=== instruction_loader_flat ===
==> instruction_loader_flat/density.png <==
11 x 11 tiles, from white (low) to dark blue (high), 0 to 100% covered.
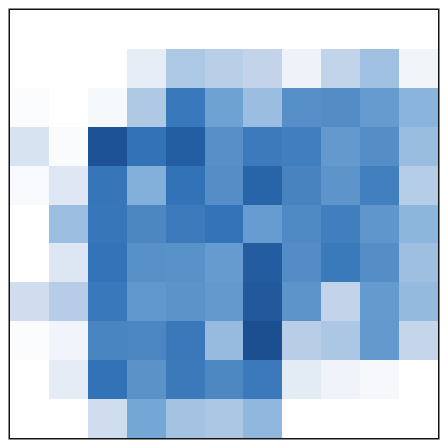

<file path="config.mk">
export PLATFORM = sky130hd
export DESIGN_NAME = instruction_loader_flat
export DESIGN_NICKNAME = d
export VERILOG_FILES = /design/src/rtl/instruction_loader_pkg.sv /design/src/rtl/instruction_loader_if.sv /design/src/rtl/instruction_loader_byte_packer.sv /design/src/rtl/instruction_loader.sv /design/src/flat_wrapper.sv
export SDC_FILE = /design/constraint.sdc
export NUM_CORES = 1
export LEC_CHECK = 0
export CORE_MARGIN = 2
export CORE_UTILIZATION = 30
export DETAILED_ROUTE_END_ITERATION = 10
export GPL_TIMING_DRIVEN = 1
export RECOVER_POWER = 25
export SKIP_LAST_GASP = 1
export SYNTH_ARGS = -nofsm -noshare
export SYNTH_HDL_FRONTEND = slang
export SYNTH_SLANG_ARGS = --single-unit
</file>
<file path="constraint.sdc">
create_clock -name i_clock -period 1.73 [get_ports i_clock]
set_input_delay 0.346 -clock i_clock [delete_from_list [all_inputs] [get_ports i_clock]]
set_output_delay 0.346 -clock i_clock [all_outputs]
set_load 0.01 [all_outputs]
</file>
<file path="src/rtl/instruction_loader_pkg.sv">
// Shared widths, halt terminator and loader state encoding for the program-load path.
// ST_CHECK exists only when LOADER_CHECKSUM_EN is defined.
package instruction_loader_pkg;

    localparam int NB_DATA = 32;
    localparam int NB_BYTE = 8;
    localparam int NB_ADDR = 8;

    localparam logic [NB_DATA-1:0] HALT_WORD = 32'hFFFF_FFFF;

    typedef enum logic [1:0] {
        ST_IDLE  = 2'd0,
        ST_LOAD  = 2'd1,
        ST_DONE  = 2'd3
`ifdef LOADER_CHECKSUM_EN
        ,
        ST_CHECK = 2'd2
`endif
    } state_t;

endpackage

</file>
<file path="src/rtl/instruction_loader_if.sv">
// Byte-stream input, instruction-memory write port and fetch/status outputs of the loader.
interface instruction_loader_if #(
    parameter int NB_DATA = instruction_loader_pkg::NB_DATA,
    parameter int NB_BYTE = instruction_loader_pkg::NB_BYTE,
    parameter int NB_ADDR = instruction_loader_pkg::NB_ADDR
);
    logic               i_start;
    logic [NB_BYTE-1:0] i_rx_data;
    logic               i_rx_valid;
    logic               o_wr_enable;
    logic [NB_ADDR-1:0] o_wr_addr;
    logic [NB_DATA-1:0] o_wr_data;
    logic               o_fetch_valid;
    logic               o_busy;
    logic               o_done;
    logic               o_error;
    logic [NB_ADDR:0]   o_word_count;

    modport master (
        output i_start, i_rx_data, i_rx_valid,
        input  o_wr_enable, o_wr_addr, o_wr_data, o_fetch_valid,
               o_busy, o_done, o_error, o_word_count
    );

    modport slave (
        input  i_start, i_rx_data, i_rx_valid,
        output o_wr_enable, o_wr_addr, o_wr_data, o_fetch_valid,
               o_busy, o_done, o_error, o_word_count
    );
endinterface

</file>
<file path="src/rtl/instruction_loader_byte_packer.sv">
// byte_packer: shifts accepted bytes in MSB first and flags the byte that completes a word.
// The packed word is combinational so the caller can latch it on that same edge.
module byte_packer #(
    parameter int NB_DATA = 32,
    parameter int NB_BYTE = 8
) (
    input  logic               i_clock,
    input  logic               i_reset,
    input  logic               i_clear,
    input  logic               i_accept,
    input  logic [NB_BYTE-1:0] i_byte,
    output logic               o_word_done,
    output logic [NB_DATA-1:0] o_word
);
    localparam int N_BYTES = NB_DATA / NB_BYTE;
    localparam int NB_IDX  = $clog2(N_BYTES);

    logic [NB_DATA-NB_BYTE-1:0] shift;
    logic [NB_IDX-1:0]          idx;

    assign o_word_done = i_accept && (idx == NB_IDX'(N_BYTES - 1));
    assign o_word      = {shift, i_byte};

    // NOTE: sequential state uses non-blocking assignments so every register samples pre-edge values.
    always_ff @(posedge i_clock or negedge i_reset) begin
        if (!i_reset) begin
            shift <= '0;
            idx   <= '0;
        end else if (i_clear) begin
            shift <= '0;
            idx   <= '0;
        end else if (i_accept) begin
            shift <= o_word[NB_DATA-NB_BYTE-1:0];
            idx   <= o_word_done ? '0 : idx + 1'b1;
        end
    end
endmodule

</file>
<file path="src/rtl/instruction_loader.sv">
// instruction_loader: fills instruction memory from the debug UART byte stream, then releases fetch.
// Build option LOADER_CHECKSUM_EN adds a trailing XOR checksum byte after the halt word.
module instruction_loader #(
    parameter int                 NB_DATA   = instruction_loader_pkg::NB_DATA,
    parameter int                 NB_BYTE   = instruction_loader_pkg::NB_BYTE,
    parameter int                 NB_ADDR   = instruction_loader_pkg::NB_ADDR,
    parameter logic [NB_DATA-1:0] HALT_WORD = instruction_loader_pkg::HALT_WORD
) (
    input logic                 i_clock,
    input logic                 i_reset,
    instruction_loader_if.slave bus
);
    import instruction_loader_pkg::*;

    state_t             state, state_next;
    logic               error, error_next;
    logic [NB_ADDR-1:0] addr;
    logic [NB_ADDR:0]   count;
    logic               wr_enable;
    logic [NB_DATA-1:0] wr_data;
    logic               start, accept, halt_write, mem_full, word_done;
    logic [NB_DATA-1:0] packed_word;

    assign start      = bus.i_start;
    assign halt_write = wr_enable && (wr_data == HALT_WORD);
    assign mem_full   = wr_enable && (addr == {NB_ADDR{1'b1}});
    // A byte arriving alongside the halt write is the checksum, never part of a new word.
    assign accept     = (state == ST_LOAD) && bus.i_rx_valid && !start && !halt_write;

    byte_packer #(.NB_DATA(NB_DATA), .NB_BYTE(NB_BYTE)) u_packer (
        .i_clock     (i_clock),
        .i_reset     (i_reset),
        .i_clear     (start),
        .i_accept    (accept),
        .i_byte      (bus.i_rx_data),
        .o_word_done (word_done),
        .o_word      (packed_word)
    );

`ifdef LOADER_CHECKSUM_EN
    logic [NB_BYTE-1:0] csum;
    logic               csum_bad;

    assign csum_bad = (bus.i_rx_data != csum);

    always_ff @(posedge i_clock or negedge i_reset) begin
        if (!i_reset)    csum <= '0;
        else if (start)  csum <= '0;
        else if (accept) csum <= csum ^ bus.i_rx_data;
    end
`endif

    always_ff @(posedge i_clock or negedge i_reset) begin
        if (!i_reset) begin
            state <= ST_IDLE;
            error <= 1'b0;
        end else begin
            state <= state_next;
            error <= error_next;
        end
    end

    // NOTE: defaults first so no path through the case leaves a latch.
    always_comb begin
        state_next = state;
        error_next = error;
        if (start) begin
            state_next = ST_LOAD;
            error_next = 1'b0;
        end else begin
            case (state)
                ST_LOAD: begin
                    if (halt_write) begin
`ifdef LOADER_CHECKSUM_EN
                        if (bus.i_rx_valid) begin
                            state_next = ST_DONE;
                            error_next = csum_bad;
                        end else begin
                            state_next = ST_CHECK;
                        end
`else
                        state_next = ST_DONE;
                        error_next = 1'b0;
`endif
                    end else if (mem_full) begin
                        state_next = ST_DONE;
                        error_next = 1'b1;
                    end
                end
`ifdef LOADER_CHECKSUM_EN
                ST_CHECK: begin
                    if (bus.i_rx_valid) begin
                        state_next = ST_DONE;
                        error_next = csum_bad;
                    end
                end
`endif
                default: ;
            endcase
        end
    end

    // The address holds the current write target and steps once the write has been presented.
    always_ff @(posedge i_clock or negedge i_reset) begin
        if (!i_reset) begin
            wr_enable <= 1'b0;
            wr_data   <= '0;
            addr      <= '0;
            count     <= '0;
        end else begin
            wr_enable <= word_done;
            if (word_done) wr_data <= packed_word;
            if (start) begin
                addr  <= '0;
                count <= '0;
            end else if (wr_enable) begin
                addr  <= addr + 1'b1;
                count <= count + 1'b1;
            end
        end
    end

    assign bus.o_wr_enable   = wr_enable;
    assign bus.o_wr_addr     = addr;
    assign bus.o_wr_data     = wr_data;
    assign bus.o_done        = (state == ST_DONE);
    assign bus.o_error       = error;
    assign bus.o_fetch_valid = (state == ST_DONE) && !error;
    assign bus.o_word_count  = count;
`ifdef LOADER_CHECKSUM_EN
    assign bus.o_busy        = (state == ST_LOAD) || (state == ST_CHECK);
`else
    assign bus.o_busy        = (state == ST_LOAD);
`endif
endmodule

</file>
<file path="src/flat_wrapper.sv">
// flat-port wrapper written by rule: the top's interface ports become plain ports
module instruction_loader_flat import instruction_loader_pkg::*;
#(
    parameter int                 NB_DATA   = instruction_loader_pkg::NB_DATA,
    parameter int                 NB_BYTE   = instruction_loader_pkg::NB_BYTE,
    parameter int                 NB_ADDR   = instruction_loader_pkg::NB_ADDR,
    parameter logic [NB_DATA-1:0] HALT_WORD = instruction_loader_pkg::HALT_WORD
)
  (i_clock, i_reset, bus_i_start, bus_i_rx_data, bus_i_rx_valid, bus_o_wr_enable, bus_o_wr_addr, bus_o_wr_data, bus_o_fetch_valid, bus_o_busy, bus_o_done, bus_o_error, bus_o_word_count);
  instruction_loader_if #(.NB_DATA(NB_DATA), .NB_BYTE(NB_BYTE), .NB_ADDR(NB_ADDR)) bus_i ();
  input logic i_clock;
  input logic i_reset;
  input wire logic [$bits(bus_i.i_start)-1:0] bus_i_start;
  input wire logic [$bits(bus_i.i_rx_data)-1:0] bus_i_rx_data;
  input wire logic [$bits(bus_i.i_rx_valid)-1:0] bus_i_rx_valid;
  output wire logic [$bits(bus_i.o_wr_enable)-1:0] bus_o_wr_enable;
  output wire logic [$bits(bus_i.o_wr_addr)-1:0] bus_o_wr_addr;
  output wire logic [$bits(bus_i.o_wr_data)-1:0] bus_o_wr_data;
  output wire logic [$bits(bus_i.o_fetch_valid)-1:0] bus_o_fetch_valid;
  output wire logic [$bits(bus_i.o_busy)-1:0] bus_o_busy;
  output wire logic [$bits(bus_i.o_done)-1:0] bus_o_done;
  output wire logic [$bits(bus_i.o_error)-1:0] bus_o_error;
  output wire logic [$bits(bus_i.o_word_count)-1:0] bus_o_word_count;
  assign bus_i.i_start = bus_i_start;
  assign bus_i.i_rx_data = bus_i_rx_data;
  assign bus_i.i_rx_valid = bus_i_rx_valid;
  assign bus_o_wr_enable = bus_i.o_wr_enable;
  assign bus_o_wr_addr = bus_i.o_wr_addr;
  assign bus_o_wr_data = bus_i.o_wr_data;
  assign bus_o_fetch_valid = bus_i.o_fetch_valid;
  assign bus_o_busy = bus_i.o_busy;
  assign bus_o_done = bus_i.o_done;
  assign bus_o_error = bus_i.o_error;
  assign bus_o_word_count = bus_i.o_word_count;
  instruction_loader #(.NB_DATA(NB_DATA), .NB_BYTE(NB_BYTE), .NB_ADDR(NB_ADDR), .HALT_WORD(HALT_WORD)) u_core (.i_clock(i_clock), .i_reset(i_reset), .bus(bus_i));
endmodule
</file>
=== id_ex_stage ===
<file path="src/rtl/mips_pkg.sv">
// Shared MIPS-style encodings: ALU opCodes, aluOp classes, funct fields and the
// ID/EX control bundle.
package mips_pkg;

    localparam int unsigned SHAMT_W = 5;
    localparam int unsigned FUNCT_W = 6;
    localparam int unsigned ALUOP_W = 2;
    localparam int unsigned OPC_W   = 4;

    // Register zero is hard-wired; never a forwarding or hazard source.
    localparam int unsigned REG_ZERO = 0;

    typedef enum logic [OPC_W-1:0] {
        OP_AND     = 4'b0000,
        OP_OR      = 4'b0001,
        OP_ADD     = 4'b0010,
        OP_SLL     = 4'b0011,
        OP_SRL     = 4'b0100,
        OP_SUB     = 4'b0110,
        OP_SLT     = 4'b0111,
        OP_NOR     = 4'b1100,
        OP_INVALID = 4'b1111
    } alu_op_e;

    localparam logic [ALUOP_W-1:0] ALUOP_ADD   = 2'b00;
    localparam logic [ALUOP_W-1:0] ALUOP_SUB   = 2'b01;
    localparam logic [ALUOP_W-1:0] ALUOP_RTYPE = 2'b10;
    localparam logic [ALUOP_W-1:0] ALUOP_OR    = 2'b11;

    localparam logic [FUNCT_W-1:0] FUNCT_ADD = 6'b100000;
    localparam logic [FUNCT_W-1:0] FUNCT_SUB = 6'b100010;
    localparam logic [FUNCT_W-1:0] FUNCT_AND = 6'b100100;
    localparam logic [FUNCT_W-1:0] FUNCT_OR  = 6'b100101;
    localparam logic [FUNCT_W-1:0] FUNCT_NOR = 6'b100111;
    localparam logic [FUNCT_W-1:0] FUNCT_SLT = 6'b101010;
    localparam logic [FUNCT_W-1:0] FUNCT_SLL = 6'b000000;
    localparam logic [FUNCT_W-1:0] FUNCT_SRL = 6'b000010;

    typedef struct packed {
        logic    valid;
        alu_op_e op;
        logic    alu_src;
        logic    reg_write;
        logic    mem_read;
        logic    mem_write;
        logic    mem_to_reg;
    } ex_ctrl_t;

    // Translate the decoder's aluOp/funct pair into the ALU opCode.
    function automatic alu_op_e alu_decode(input logic [ALUOP_W-1:0] alu_op,
                                           input logic [FUNCT_W-1:0] funct);
        alu_op_e op;
        op = OP_INVALID;
        case (alu_op)
            ALUOP_ADD: op = OP_ADD;
            ALUOP_SUB: op = OP_SUB;
            ALUOP_OR:  op = OP_OR;
            default: begin
                case (funct)
                    FUNCT_ADD: op = OP_ADD;
                    FUNCT_SUB: op = OP_SUB;
                    FUNCT_AND: op = OP_AND;
                    FUNCT_OR:  op = OP_OR;
                    FUNCT_NOR: op = OP_NOR;
                    FUNCT_SLT: op = OP_SLT;
                    FUNCT_SLL: op = OP_SLL;
                    FUNCT_SRL: op = OP_SRL;
                    default:   op = OP_INVALID;
                endcase
            end
        endcase
        return op;
    endfunction

endpackage

</file>
<file path="src/rtl/fwd_mux.sv">
// Operand forwarding select: EX/MEM result beats MEM/WB data beats the
// register-file value; register zero never forwards.
module fwd_mux
    import mips_pkg::*;
#(
    parameter int unsigned WIDTH = 32,
    parameter int unsigned RADDR = 5
) (
    input  logic [RADDR-1:0] reg_i,
    input  logic [WIDTH-1:0] reg_data_i,
    input  logic             ex_we_i,
    input  logic [RADDR-1:0] ex_rd_i,
    input  logic [WIDTH-1:0] ex_data_i,
    input  logic             wb_we_i,
    input  logic [RADDR-1:0] wb_rd_i,
    input  logic [WIDTH-1:0] wb_data_i,
    output logic [WIDTH-1:0] data_o
);

    logic reg_nonzero;

    assign reg_nonzero = (reg_i != RADDR'(REG_ZERO));

    always_comb begin
        data_o = reg_data_i;
        if (reg_nonzero && ex_we_i && (ex_rd_i == reg_i)) begin
            data_o = ex_data_i;
        end else if (reg_nonzero && wb_we_i && (wb_rd_i == reg_i)) begin
            data_o = wb_data_i;
        end
    end

endmodule

</file>
<file path="src/rtl/id_ex_stage.sv">
// ID/EX pipeline register feeding the ALU: registers decode results, forwards
// from EX/MEM and MEM/WB, and inserts a single bubble on a load-use hazard.
module id_ex_stage
    import mips_pkg::*;
#(
    parameter int unsigned WIDTH = 32,
    parameter int unsigned RADDR = 5
) (
    input  logic               clk,
    input  logic               reset,
    input  logic               idValid,
    input  logic [WIDTH-1:0]   idRsData,
    input  logic [WIDTH-1:0]   idRtData,
    input  logic [WIDTH-1:0]   idImm,
    input  logic [RADDR-1:0]   idRs,
    input  logic [RADDR-1:0]   idRt,
    input  logic [RADDR-1:0]   idRd,
    input  logic [4:0]         idShamt,
    input  logic [5:0]         idFunct,
    input  logic [1:0]         idAluOp,
    input  logic               idAluSrc,
    input  logic               idRegDst,
    input  logic               idRegWrite,
    input  logic               idMemRead,
    input  logic               idMemWrite,
    input  logic               idMemToReg,
    input  logic               stall,
    input  logic               flush,
    input  logic               exMemRegWrite,
    input  logic [RADDR-1:0]   exMemRd,
    input  logic [WIDTH-1:0]   exMemResult,
    input  logic               memWbRegWrite,
    input  logic [RADDR-1:0]   memWbRd,
    input  logic [WIDTH-1:0]   memWbData,
    output logic [WIDTH-1:0]   in1,
    output logic [WIDTH-1:0]   in2,
    output logic [3:0]         opCode,
    output logic [4:0]         shiftAmt,
    output logic               exValid,
    output logic [WIDTH-1:0]   exRtData,
    output logic [RADDR-1:0]   exWriteReg,
    output logic               exRegWrite,
    output logic               exMemRead,
    output logic               exMemWrite,
    output logic               exMemToReg,
    output logic               hazardStall,
    output logic               illegal
);

    ex_ctrl_t          ctrl_q, ctrl_d;
    logic [WIDTH-1:0]  rs_data_q, rs_data_d;
    logic [WIDTH-1:0]  rt_data_q, rt_data_d;
    logic [WIDTH-1:0]  imm_q, imm_d;
    logic [RADDR-1:0]  rs_q, rs_d;
    logic [RADDR-1:0]  rt_q, rt_d;
    logic [RADDR-1:0]  wreg_q, wreg_d;
    logic [4:0]        shamt_q, shamt_d;

    logic [WIDTH-1:0]  fwd_rs;
    logic [WIDTH-1:0]  fwd_rt;
    logic              is_shift;

    // Load in EX whose destination is read by the instruction in decode.
    assign hazardStall = ctrl_q.valid && ctrl_q.mem_read && idValid
                         && (wreg_q != RADDR'(REG_ZERO))
                         && ((wreg_q == idRs) || (wreg_q == idRt));

    // Next-state: stall holds, flush/hazard loads a bubble, otherwise capture.
    always_comb begin
        ctrl_d    = ctrl_q;
        rs_data_d = rs_data_q;
        rt_data_d = rt_data_q;
        imm_d     = imm_q;
        rs_d      = rs_q;
        rt_d      = rt_q;
        wreg_d    = wreg_q;
        shamt_d   = shamt_q;
        if (stall) begin
            ctrl_d = ctrl_q;
        end else if (flush || hazardStall) begin
            ctrl_d    = '0;
            rs_data_d = '0;
            rt_data_d = '0;
            imm_d     = '0;
            rs_d      = '0;
            rt_d      = '0;
            wreg_d    = '0;
            shamt_d   = '0;
        end else begin
            ctrl_d.valid      = idValid;
            ctrl_d.op         = alu_decode(idAluOp, idFunct);
            ctrl_d.alu_src    = idAluSrc;
            ctrl_d.reg_write  = idRegWrite;
            ctrl_d.mem_read   = idMemRead;
            ctrl_d.mem_write  = idMemWrite;
            ctrl_d.mem_to_reg = idMemToReg;
            rs_data_d         = idRsData;
            rt_data_d         = idRtData;
            imm_d             = idImm;
            rs_d              = idRs;
            rt_d              = idRt;
            wreg_d            = idRegDst ? idRd : idRt;
            shamt_d           = idShamt;
        end
    end

    always_ff @(posedge clk) begin
        if (reset) begin
            ctrl_q    <= '0;
            rs_data_q <= '0;
            rt_data_q <= '0;
            imm_q     <= '0;
            rs_q      <= '0;
            rt_q      <= '0;
            wreg_q    <= '0;
            shamt_q   <= '0;
        end else begin
            ctrl_q    <= ctrl_d;
            rs_data_q <= rs_data_d;
            rt_data_q <= rt_data_d;
            imm_q     <= imm_d;
            rs_q      <= rs_d;
            rt_q      <= rt_d;
            wreg_q    <= wreg_d;
            shamt_q   <= shamt_d;
        end
    end

    fwd_mux #(.WIDTH(WIDTH), .RADDR(RADDR)) u_fwd_rs (
        .reg_i      (rs_q),
        .reg_data_i (rs_data_q),
        .ex_we_i    (exMemRegWrite),
        .ex_rd_i    (exMemRd),
        .ex_data_i  (exMemResult),
        .wb_we_i    (memWbRegWrite),
        .wb_rd_i    (memWbRd),
        .wb_data_i  (memWbData),
        .data_o     (fwd_rs)
    );

    fwd_mux #(.WIDTH(WIDTH), .RADDR(RADDR)) u_fwd_rt (
        .reg_i      (rt_q),
        .reg_data_i (rt_data_q),
        .ex_we_i    (exMemRegWrite),
        .ex_rd_i    (exMemRd),
        .ex_data_i  (exMemResult),
        .wb_we_i    (memWbRegWrite),
        .wb_rd_i    (memWbRd),
        .wb_data_i  (memWbData),
        .data_o     (fwd_rt)
    );

    // Shifts take their operand from rt and the amount from the shamt field.
    assign is_shift = (ctrl_q.op == OP_SLL) || (ctrl_q.op == OP_SRL);

    assign in1      = is_shift ? fwd_rt : fwd_rs;
    assign in2      = is_shift ? '0 : (ctrl_q.alu_src ? imm_q : fwd_rt);
    assign shiftAmt = is_shift ? shamt_q : 5'd0;
    assign opCode   = ctrl_q.op;
    assign exRtData = fwd_rt;

    assign exValid    = ctrl_q.valid;
    assign exWriteReg = wreg_q;
    assign exRegWrite = ctrl_q.valid && ctrl_q.reg_write;
    assign exMemRead  = ctrl_q.valid && ctrl_q.mem_read;
    assign exMemWrite = ctrl_q.valid && ctrl_q.mem_write;
    assign exMemToReg = ctrl_q.valid && ctrl_q.mem_to_reg;
    assign illegal    = ctrl_q.valid && (ctrl_q.op == OP_INVALID);

endmodule

</file>
<file path="config.mk">
export PLATFORM = sky130hd
export DESIGN_NAME = id_ex_stage
export DESIGN_NICKNAME = d
export VERILOG_FILES = /design/src/rtl/mips_pkg.sv /design/src/rtl/fwd_mux.sv /design/src/rtl/id_ex_stage.sv
export SDC_FILE = /design/constraint.sdc
export NUM_CORES = 1
export LEC_CHECK = 0
export ABC_CLOCK_PERIOD_IN_PS = 3800
export CELL_PAD_IN_SITES_DETAIL_PLACEMENT = 1
export CELL_PAD_IN_SITES_GLOBAL_PLACEMENT = 2
export CORE_MARGIN = 3
export CORE_UTILIZATION = 24
export CTS_CLUSTER_SIZE = 10
export DETAILED_ROUTE_END_ITERATION = 10
export GPL_ROUTABILITY_DRIVEN = 0
export PLACE_DENSITY = 0.93
export SYNTH_ARGS = -nofsm -noshare
export SYNTH_HDL_FRONTEND = slang
export SYNTH_SLANG_ARGS = --single-unit
</file>
<file path="constraint.sdc">
create_clock -name clk -period 3.8 [get_ports clk]
set_input_delay 0.95 -clock clk [delete_from_list [all_inputs] [get_ports clk]]
set_output_delay 0.95 -clock clk [all_outputs]
set_load 0.05 [all_outputs]
</file>
=== ps2_scancode_decoder ===
===== src/rtl/ps2_pkg.sv =====
// Shared types and constants for the PS/2 scancode decoder.
package ps2_pkg;

    typedef enum logic [1:0] {
        IDLE   = 2'd0,
        DATA   = 2'd1,
        PARITY = 2'd2,
        STOP   = 2'd3
    } ps2_state_e;

    localparam logic [7:0] PS2_EXT    = 8'hE0;
    localparam logic [7:0] PS2_BRK    = 8'hF0;
    localparam logic [7:0] PS2_PAUSE  = 8'hE1;
    localparam logic [2:0] PAUSE_SKIP = 3'd7;

    // ps2_key field layout
    localparam int KEY_W   = 11;
    localparam int KEY_TGL = 10;
    localparam int KEY_PRS = 9;
    localparam int KEY_EXT = 8;

endpackage


===== src/rtl/ps2_line_filter.sv =====
// PS/2 line front end: 2-flop synchronisers, optional clock glitch filter
// (PS2_GLITCH_FILTER_EN), falling-edge strobe on the conditioned clock.
module ps2_line_filter #(
    parameter int FILTER_LEN = 8
) (
    input  logic clk_sys,
    input  logic reset_n,
    input  logic ps2_clk,
    input  logic ps2_data,
    output logic clk_fall,
    output logic data_sync
);

    if (FILTER_LEN < 1) begin : g_bad_len
        $error("ps2_line_filter: FILTER_LEN must be >= 1");
    end

    logic [1:0] clk_sync;
    logic [1:0] dat_sync;
    logic       clk_cond;
    logic       clk_cond_d;

    // Lines idle high, so the synchronisers reset high to avoid a false edge.
    always_ff @(posedge clk_sys) begin
        if (!reset_n) begin
            clk_sync <= 2'b11;
            dat_sync <= 2'b11;
        end else begin
            clk_sync <= {clk_sync[0], ps2_clk};
            dat_sync <= {dat_sync[0], ps2_data};
        end
    end

`ifdef PS2_GLITCH_FILTER_EN
    localparam int FW = $clog2(FILTER_LEN + 1);
    logic [FW-1:0] flt_cnt;

    always_ff @(posedge clk_sys) begin
        if (!reset_n) begin
            clk_cond <= 1'b1;
            flt_cnt  <= '0;
        end else if (clk_sync[1] == clk_cond) begin
            flt_cnt  <= '0;
        end else if (flt_cnt == FW'(FILTER_LEN - 1)) begin
            clk_cond <= clk_sync[1];
            flt_cnt  <= '0;
        end else begin
            flt_cnt  <= flt_cnt + 1'b1;
        end
    end
`else
    assign clk_cond = clk_sync[1];
`endif

    always_ff @(posedge clk_sys) begin
        if (!reset_n) clk_cond_d <= 1'b1;
        else          clk_cond_d <= clk_cond;
    end

    assign clk_fall  = clk_cond_d & ~clk_cond;
    assign data_sync = dat_sync[1];

endmodule


===== src/rtl/ps2_scancode_decoder.sv =====
// PS/2 keyboard frame receiver and E0/F0/E1 prefix resolver producing ps2_key.
// Optional clock glitch filter in the front end: PS2_GLITCH_FILTER_EN.
module ps2_scancode_decoder
    import ps2_pkg::*;
#(
    parameter int FILTER_LEN  = 8,
    parameter int TIMEOUT_CYC = 9600
) (
    input  logic              clk_sys,
    input  logic              reset_n,
    input  logic              ps2_clk,
    input  logic              ps2_data,
    output logic [KEY_W-1:0]  ps2_key,
    output logic              frame_err,
    output logic              busy
);

    localparam int TW = $clog2(TIMEOUT_CYC + 1);

    ps2_state_e  state, state_nx;
    logic        clk_fall, data_sync;
    logic [7:0]  shift;
    logic [2:0]  bit_cnt;
    logic        par;
    logic        ext, brk;
    logic [2:0]  skip;
    logic [TW-1:0] tcnt;
    logic        timeout, frame_ok, frame_bad;

    ps2_line_filter #(.FILTER_LEN(FILTER_LEN)) u_line (
        .clk_sys   (clk_sys),
        .reset_n   (reset_n),
        .ps2_clk   (ps2_clk),
        .ps2_data  (ps2_data),
        .clk_fall  (clk_fall),
        .data_sync (data_sync)
    );

    // An edge in the same cycle as the limit wins over the timeout.
    assign timeout = (state != IDLE) && !clk_fall && (tcnt == TW'(TIMEOUT_CYC));
    assign busy    = (state != IDLE);

    always_ff @(posedge clk_sys) begin
        if (!reset_n) state <= IDLE;
        else          state <= state_nx;
    end

    always_comb begin
        state_nx  = state;
        frame_ok  = 1'b0;
        frame_bad = 1'b0;
        if (timeout) begin
            state_nx  = IDLE;
            frame_bad = 1'b1;
        end else if (clk_fall) begin
            case (state)
                IDLE: begin
                    if (!data_sync) state_nx  = DATA;
                    else            frame_bad = 1'b1;
                end
                DATA:   if (bit_cnt == 3'd7) state_nx = PARITY;
                PARITY: state_nx = STOP;
                STOP: begin
                    state_nx = IDLE;
                    if (data_sync && (^{shift, par})) frame_ok  = 1'b1;
                    else                              frame_bad = 1'b1;
                end
                default: state_nx = IDLE;
            endcase
        end
    end

    always_ff @(posedge clk_sys) begin
        if (!reset_n) begin
            shift     <= '0;
            bit_cnt   <= '0;
            par       <= 1'b0;
            tcnt      <= '0;
        end else begin
            if (clk_fall) begin
                tcnt <= '0;
                case (state)
                    IDLE:    bit_cnt <= '0;
                    DATA: begin
                        shift   <= {data_sync, shift[7:1]};
                        bit_cnt <= bit_cnt + 1'b1;
                    end
                    PARITY:  par <= data_sync;
                    default: ;
                endcase
            end else if (timeout) begin
                tcnt <= '0;
            end else if (state != IDLE) begin
                tcnt <= tcnt + 1'b1;
            end
        end
    end

    // Prefix/skip handling and the event word.
    always_ff @(posedge clk_sys) begin
        if (!reset_n) begin
            ps2_key   <= '0;
            frame_err <= 1'b0;
            ext       <= 1'b0;
            brk       <= 1'b0;
            skip      <= '0;
        end else begin
            frame_err <= frame_bad;
            if (frame_bad) begin
                ext  <= 1'b0;
                brk  <= 1'b0;
                skip <= '0;
            end else if (frame_ok) begin
                if (skip != '0) begin
                    skip <= skip - 1'b1;
                    ext  <= 1'b0;
                    brk  <= 1'b0;
                end else begin
                    case (shift)
                        PS2_EXT:   ext  <= 1'b1;
                        PS2_BRK:   brk  <= 1'b1;
                        PS2_PAUSE: skip <= PAUSE_SKIP;
                        default: begin
                            ps2_key <= {~ps2_key[KEY_TGL], ~brk, ext, shift};
                            ext     <= 1'b0;
                            brk     <= 1'b0;
                        end
                    endcase
                end
            end
        end
    end

endmodule


===== config.mk =====
export PLATFORM = sky130hd
export DESIGN_NAME = ps2_scancode_decoder
export DESIGN_NICKNAME = d
export VERILOG_FILES = /design/src/rtl/ps2_pkg.sv /design/src/rtl/ps2_line_filter.sv /design/src/rtl/ps2_scancode_decoder.sv
export SDC_FILE = /design/constraint.sdc
export NUM_CORES = 1
export LEC_CHECK = 0
export CORE_ASPECT_RATIO = 1.1
export CORE_UTILIZATION = 31
export DETAILED_ROUTE_END_ITERATION = 16
export GPL_TIMING_DRIVEN = 1
export PLACE_DENSITY_LB_ADDON = 0.15
export SLEW_MARGIN = 20
export SYNTH_ARGS = -nofsm -noshare
export SYNTH_HDL_FRONTEND = slang
export SYNTH_SLANG_ARGS = --single-unit

===== constraint.sdc =====
create_clock -name clk_sys -period 6.35 [get_ports clk_sys]
set_clock_uncertainty 0.15 [all_clocks]
set_input_delay 0.9525 -clock clk_sys [delete_from_list [all_inputs] [get_ports clk_sys]]
set_output_delay 0.9525 -clock clk_sys [all_outputs]
set_load 0.01 [all_outputs]

=== pipelined_barrel_shifter ===
[config.mk]
export PLATFORM = sky130hd
export DESIGN_NAME = pipelined_barrel_shifter
export DESIGN_NICKNAME = d
export VERILOG_FILES = /design/src/rtl/barrel_pkg.sv /design/src/rtl/barrel_stage.sv /design/src/rtl/pipelined_barrel_shifter.sv
export SDC_FILE = /design/constraint.sdc
export NUM_CORES = 1
export LEC_CHECK = 0
export CAP_MARGIN = 20
export CORE_MARGIN = 10
export CORE_UTILIZATION = 55
export DETAILED_ROUTE_END_ITERATION = 16
export PLACE_DENSITY = 0.8
export SLEW_MARGIN = 20
export SYNTH_ARGS = -nofsm -noshare
export SYNTH_HDL_FRONTEND = slang
export SYNTH_HIERARCHICAL = 1
export SYNTH_SLANG_ARGS = --single-unit
[constraint.sdc]
create_clock -name clk -period 2 [get_ports clk]
set_input_delay 0.4 -clock clk [delete_from_list [all_inputs] [get_ports clk]]
set_output_delay 0.4 -clock clk [all_outputs]
set_load 0.02 [all_outputs]
[src/rtl/barrel_pkg.sv]
// Shared definitions for the pipelined barrel shifter.
package barrel_pkg;

  typedef enum logic [1:0] {
    MODE_ROR = 2'b00,
    MODE_ROL = 2'b01,
    MODE_LSR = 2'b10,
    MODE_ASR = 2'b11
  } mode_e;

endpackage : barrel_pkg

[src/rtl/barrel_stage.sv]
// One pipeline stage: conditionally moves the operand by 2**STAGE positions
// (direction and fill chosen by mode), then registers data, amount, mode and
// valid. The whole register holds when en_i is low.
module barrel_stage
  import barrel_pkg::*;
#(
  parameter int unsigned WIDTH = 8,
  parameter int unsigned STAGE = 0,
  parameter int unsigned SHW   = $clog2(WIDTH)
) (
  input  logic             clk,
  input  logic             rst_n,
  input  logic             en_i,
  input  logic             valid_i,
  input  logic [WIDTH-1:0] data_i,
  input  logic [SHW-1:0]   amt_i,
  input  mode_e            mode_i,
  output logic             valid_o,
  output logic [WIDTH-1:0] data_o,
  output logic [SHW-1:0]   amt_o,
  output mode_e            mode_o
);

  localparam int unsigned S = 1 << STAGE;

  logic [WIDTH-1:0] moved;

  logic             valid_q, valid_d;
  logic [WIDTH-1:0] data_q,  data_d;
  logic [SHW-1:0]   amt_q,   amt_d;
  mode_e            mode_q,  mode_d;

  // Apply this stage's fixed-distance move when its amount bit is set.
  // ASR takes the fill from the current MSB; every earlier ASR stage has
  // preserved it, so it is still the original sign.
  always_comb begin
    moved = data_i;
    if (amt_i[STAGE]) begin
      unique case (mode_i)
        MODE_ROR: moved = (data_i >> S) | (data_i << (WIDTH - S));
        MODE_ROL: moved = (data_i << S) | (data_i >> (WIDTH - S));
        MODE_LSR: moved = data_i >> S;
        MODE_ASR: moved = $signed(data_i) >>> S;
        default:  moved = data_i;
      endcase
    end
  end

  // Next-state: load the moved word when enabled, otherwise hold.
  always_comb begin
    valid_d = valid_q;
    data_d  = data_q;
    amt_d   = amt_q;
    mode_d  = mode_q;
    if (en_i) begin
      valid_d = valid_i;
      data_d  = moved;
      amt_d   = amt_i;
      mode_d  = mode_i;
    end
  end

  // Stage register; reset drops any word held here.
  always_ff @(posedge clk or negedge rst_n) begin
    if (!rst_n) begin
      valid_q <= 1'b0;
      data_q  <= '0;
      amt_q   <= '0;
      mode_q  <= MODE_ROR;
    end else begin
      valid_q <= valid_d;
      data_q  <= data_d;
      amt_q   <= amt_d;
      mode_q  <= mode_d;
    end
  end

  assign valid_o = valid_q;
  assign data_o  = data_q;
  assign amt_o   = amt_q;
  assign mode_o  = mode_q;

endmodule : barrel_stage

[src/rtl/pipelined_barrel_shifter.sv]
// Pipelined barrel shifter / rotator: SHW stages, one bit of the amount
// resolved per stage, valid/ready handshake with a global stall.
module pipelined_barrel_shifter
  import barrel_pkg::*;
#(
  parameter int unsigned WIDTH = 8,
  parameter int unsigned SHW   = $clog2(WIDTH)
) (
  input  logic             clk,
  input  logic             rst_n,
  input  logic             in_valid,
  output logic             in_ready,
  input  logic [WIDTH-1:0] in_data,
  input  logic [SHW-1:0]   in_amt,
  input  logic [1:0]       in_mode,
  output logic             out_valid,
  input  logic             out_ready,
  output logic [WIDTH-1:0] out_data
);

  if (WIDTH < 4 || (WIDTH & (WIDTH - 1)) != 0) begin : g_bad_width
    $error("pipelined_barrel_shifter: WIDTH must be a power of two >= 4");
  end
  if (SHW != $clog2(WIDTH)) begin : g_bad_shw
    $error("pipelined_barrel_shifter: SHW must equal clog2(WIDTH)");
  end

  logic             advance;
  logic [SHW:0]     v_pipe;
  logic [WIDTH-1:0] d_pipe [SHW+1];
  logic [SHW-1:0]   a_pipe [SHW+1];
  mode_e            m_pipe [SHW+1];

  // Stall only when a result is waiting and downstream refuses it; bubbles
  // elsewhere never block, since every stage advances together.
  always_comb begin
    advance   = !(v_pipe[SHW] && !out_ready);
    in_ready  = advance;
    out_valid = v_pipe[SHW];
    out_data  = d_pipe[SHW];
  end

  assign v_pipe[0] = in_valid;
  assign d_pipe[0] = in_data;
  assign a_pipe[0] = in_amt;
  assign m_pipe[0] = mode_e'(in_mode);

  for (genvar k = 0; k < SHW; k++) begin : g_stage
    barrel_stage #(
      .WIDTH (WIDTH),
      .STAGE (k),
      .SHW   (SHW)
    ) u_stage (
      .clk     (clk),
      .rst_n   (rst_n),
      .en_i    (advance),
      .valid_i (v_pipe[k]),
      .data_i  (d_pipe[k]),
      .amt_i   (a_pipe[k]),
      .mode_i  (m_pipe[k]),
      .valid_o (v_pipe[k+1]),
      .data_o  (d_pipe[k+1]),
      .amt_o   (a_pipe[k+1]),
      .mode_o  (m_pipe[k+1])
    );
  end

endmodule : pipelined_barrel_shifter
==> pipelined_barrel_shifter/met2.png <==
The bar under the picture is 20 um long.
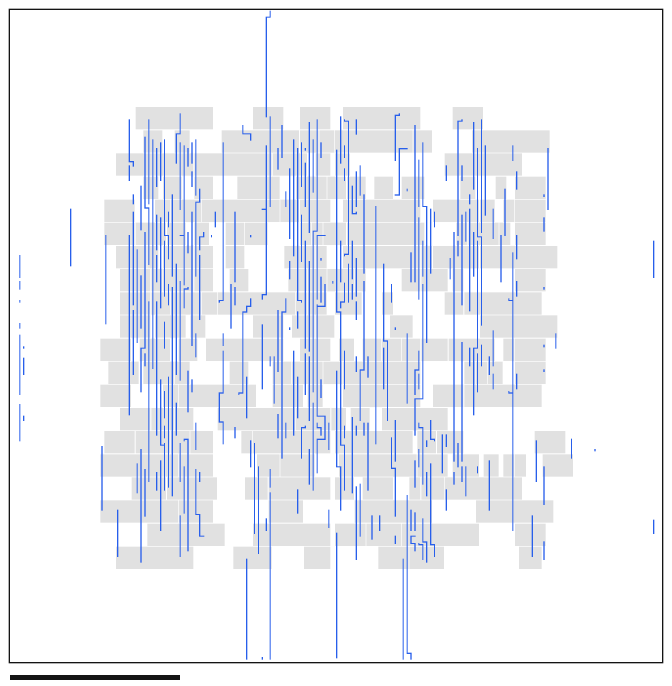
The longest straight run is 32.6 um. 175 nets have wire on it. The layer carries 1770 um of wire.
met2 global-route usage: 0.219
Post-Route WL: 3.59 mm
DR vias: 1308

==> CHANGELOG.md, pipelined_barrel_shifter <==
## Flow update

* Clock buf/inv share at 0.0243
* Largest net degree at the start of global routing at 41
* Critical Path End: out_valid
* M3 GR Usage at 0.0420
* Outcome: completed
* Met1 Use GR at 0.131
* DR DRC count at 0
* CTS tree: done
* Synthesized Nets at 178
* Final instance count without filler cells at 232
* Levels on crit path at 1
* Fp_density at 0.578
* Busiest layer in global routing: met2
* Part of the power in registers at 0.439
* Crit path capture type: output port
==> ps2_scancode_decoder/met2.png <==
The bar under the picture is 20 um long.
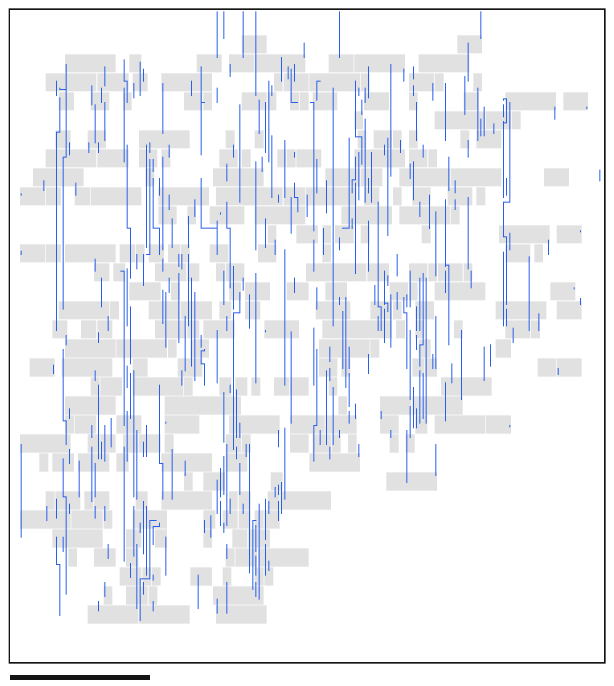
The wires run mostly vertical. 224 nets have wire on it.
DR vias: 1661
met2 global-route usage: 0.181

==> CHANGELOG.md, ps2_scancode_decoder <==
## Flow update

* Top class by area: logic gates
* Crit path capture type: output port
* Cts bufs inserted at 5
* Busiest layer in global routing: met2
* Critical Path End: busy
* Post-CTS setup buffer count at 0
* Chip Width at 85.0 um
* Die height at 93.3 um
* CP Launch Point: state[0]
* Total leakage power at between 0.9 and 1 nW
* Diode count at 0
* Most frequent cells in the layout: 50 x dfxtp_1, 46 x nand2_1, 22 x nor2_1
* Top cells by count, synth: 50 x dfxtp_1, 46 x nand2_1, 22 x nor2_1, 14 x mux2i_1
* Fin util at 0.375
* Worst setup SP type: register
* Outcome: completed
* Register area at 1000 sq um
* Total power at 0.000556 W
==> instruction_loader_flat/met2.png <==
The bar under the picture is 20 um long.
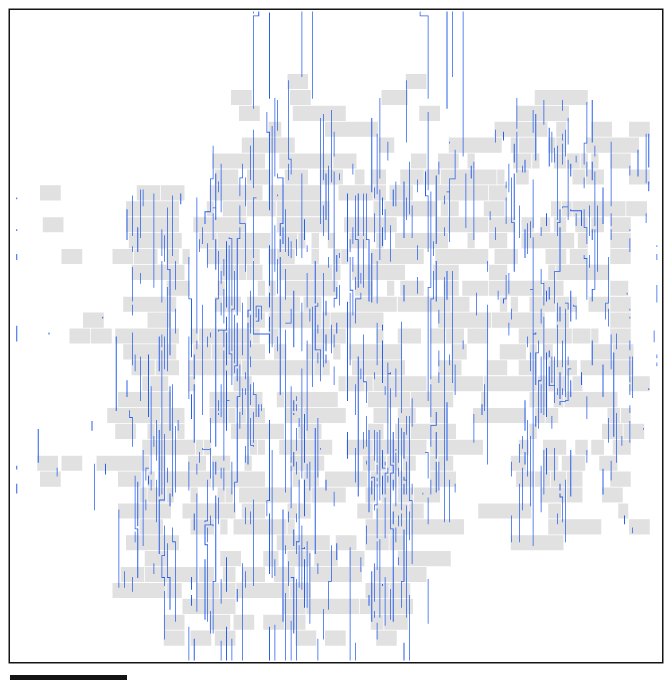
The layer carries 3910 um of wire. The longest straight run is 52.7 um. 373 nets have wire on it.
Post-Route WL: 8.43 mm
DR vias: 2701

## Picture notes: instruction_loader_flat/density.png
The fullest tile reaches 87%. The emptiest ninth of the die: north-west. The densest ninth of the die: center.
fp_density: 0.305
core area: 11400 sq um
fin util: 0.431

==> CHANGELOG.md, instruction_loader_flat <==
## Flow update

* Outcome: complete, but fails checks
* Failing checks: setup timing
* Setup violators final at 58
* H-tree depth at 3
* I/O Buffers at between 60 and 70
* Max Cap Violations at 0
* Setup ws final at -0.0655 ns
* Levels on crit path at 7
* Seq area share at 0.404
* Fin crit period at 1.80 ns
* DR DRC count at 0
* Largest net degree at the start of global routing at roughly 49
* Biggest area cells: dfrtp_1 57%, mux2_2 10%, o32ai_1 6.1%
* Log Warnings at 29
* FA/HA/MAJ Cells, Area Fraction at 0.0108
* Crit path DRT at 1.95 ns
* Share of post-route cells with drive strength above 1 at 0.241
==> id_ex_stage/met2.png <==
The bar under the picture is 50 um long.
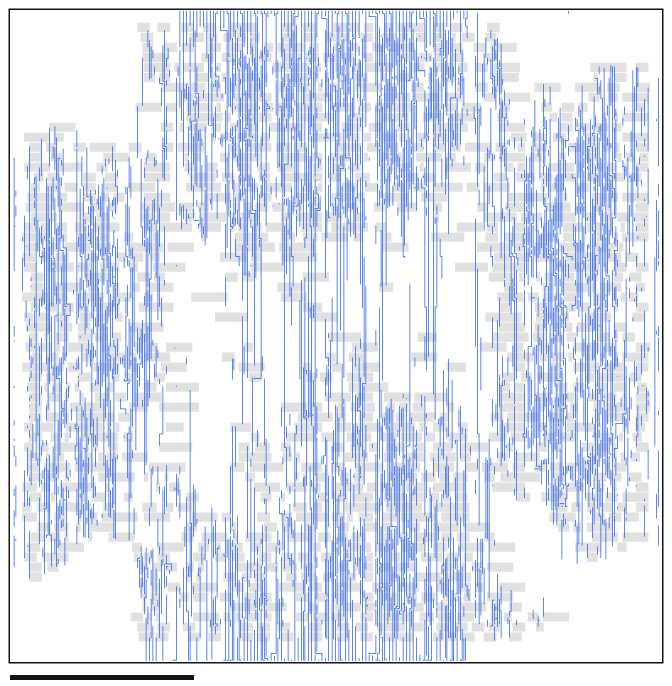
1279 nets have wire on it. The layer holds 50% of the routed length.
met2 global-route usage: 0.410
DR vias: 8390
Post-Route WL: 39.5 mm

==> id_ex_stage/met3.png <==
The bar under the picture is 50 um long.
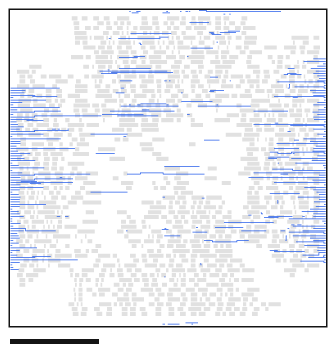
The layer carries 2590 um of wire. The layer holds 6.6% of the routed length. The wires run mostly horizontal.
M3 GR Usage: 0.0582

==> CHANGELOG.md, id_ex_stage <==
## Flow update

* Outcome: complete, but fails checks
* Failing checks: setup timing
* Final Hold Fails at 0
* Register area at around 2500 sq um
* Initial antenna violation count at 5
* Setup TNS at -0.853 ns
* M1 wire length at 15.5 mm
* Period utilization at 1.02
* Cell Type Count at 48
* Ao+oa area frac at 0.321
* Clock Tree Root: clkbuf_16
* Reg2reg setup slack at approximately 1.7 ns
* Cts bufs inserted at 17
* Seq/Total Area, Yosys at 0.358
* Flops at 126
* CP Launch Point: memWbRd[4]
* Share of post-route cells with drive strength above 1 at 0.344
* Worst setup SP type: input port
* Setup ws final at -0.0949 ns
* Biggest area cells: dfxtp_1 36%, a22o_1 15%, mux2i_1 6.4%
* Max IR drop VDD at 0.244 mV
* NetSw at about 0.0014 W
* Basic Gates by Area at 0.126
* Setup violators final at 25
* DR DRC count at 0

==> gallery <==
Signal wires on met1.
shot_01.png
The bar under the picture is 50 um long.
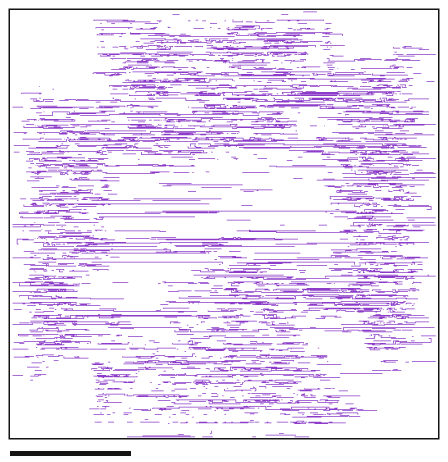
shot_02.png
The bar under the picture is 20 um long.
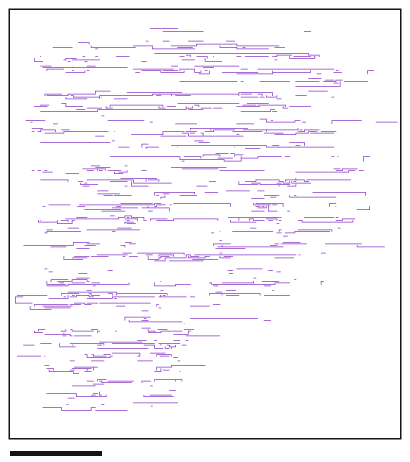
shot_03.png
The bar under the picture is 20 um long.
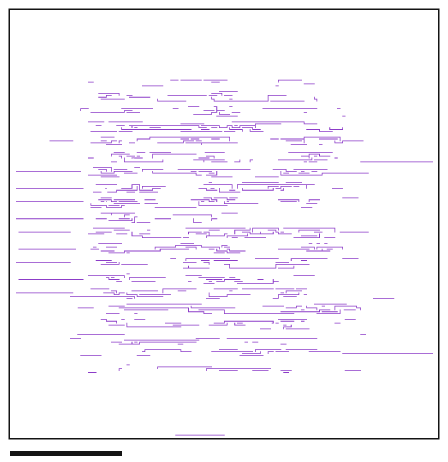
shot_04.png
The bar under the picture is 20 um long.
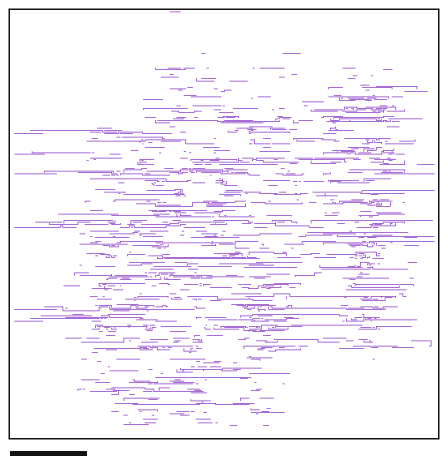
- smallest die: shot_03.png
shot_01.png comes from id_ex_stage.
shot_03.png comes from pipelined_barrel_shifter.
shot_02.png comes from ps2_scancode_decoder.
shot_04.png comes from instruction_loader_flat.



==> gallery <==
Routing congestion map.
(a)
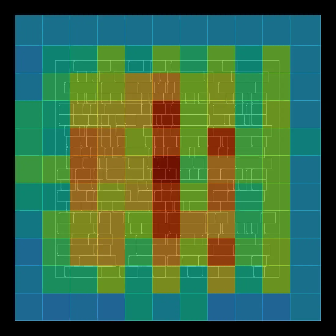
(b)
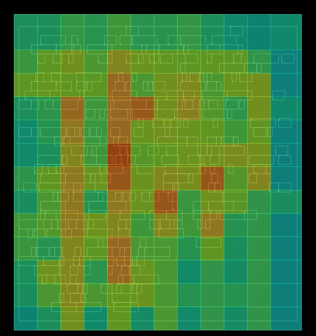
(c)
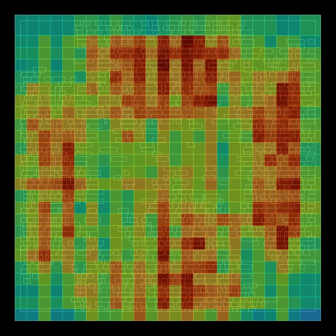
(d)
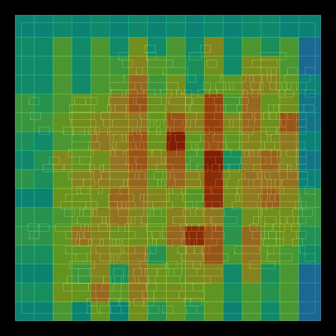
(c) comes from id_ex_stage.
(d) comes from instruction_loader_flat.
(b) comes from ps2_scancode_decoder.
(a) comes from pipelined_barrel_shifter.
Of these, least wire per cell: (b)
Of these, lowest utilization: (b)


==> screenshots <==
Met3 routing.
The bar under the picture is 20 um long.
image #1
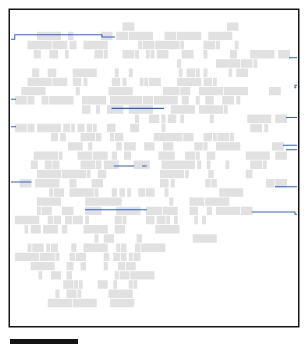
image #2
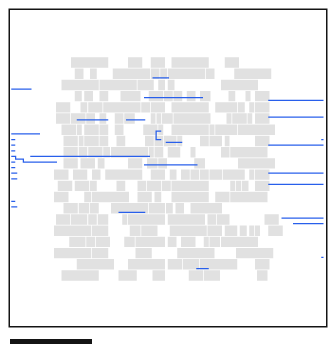
image #3
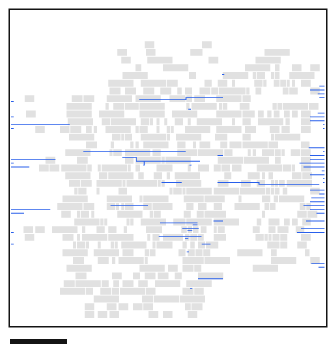
Of these, smallest die: image #2
Image #1 comes from ps2_scancode_decoder.
Image #3 comes from instruction_loader_flat.
Image #2 comes from pipelined_barrel_shifter.

Power figures rest on the tool's default switching activity, not on a simulated workload.
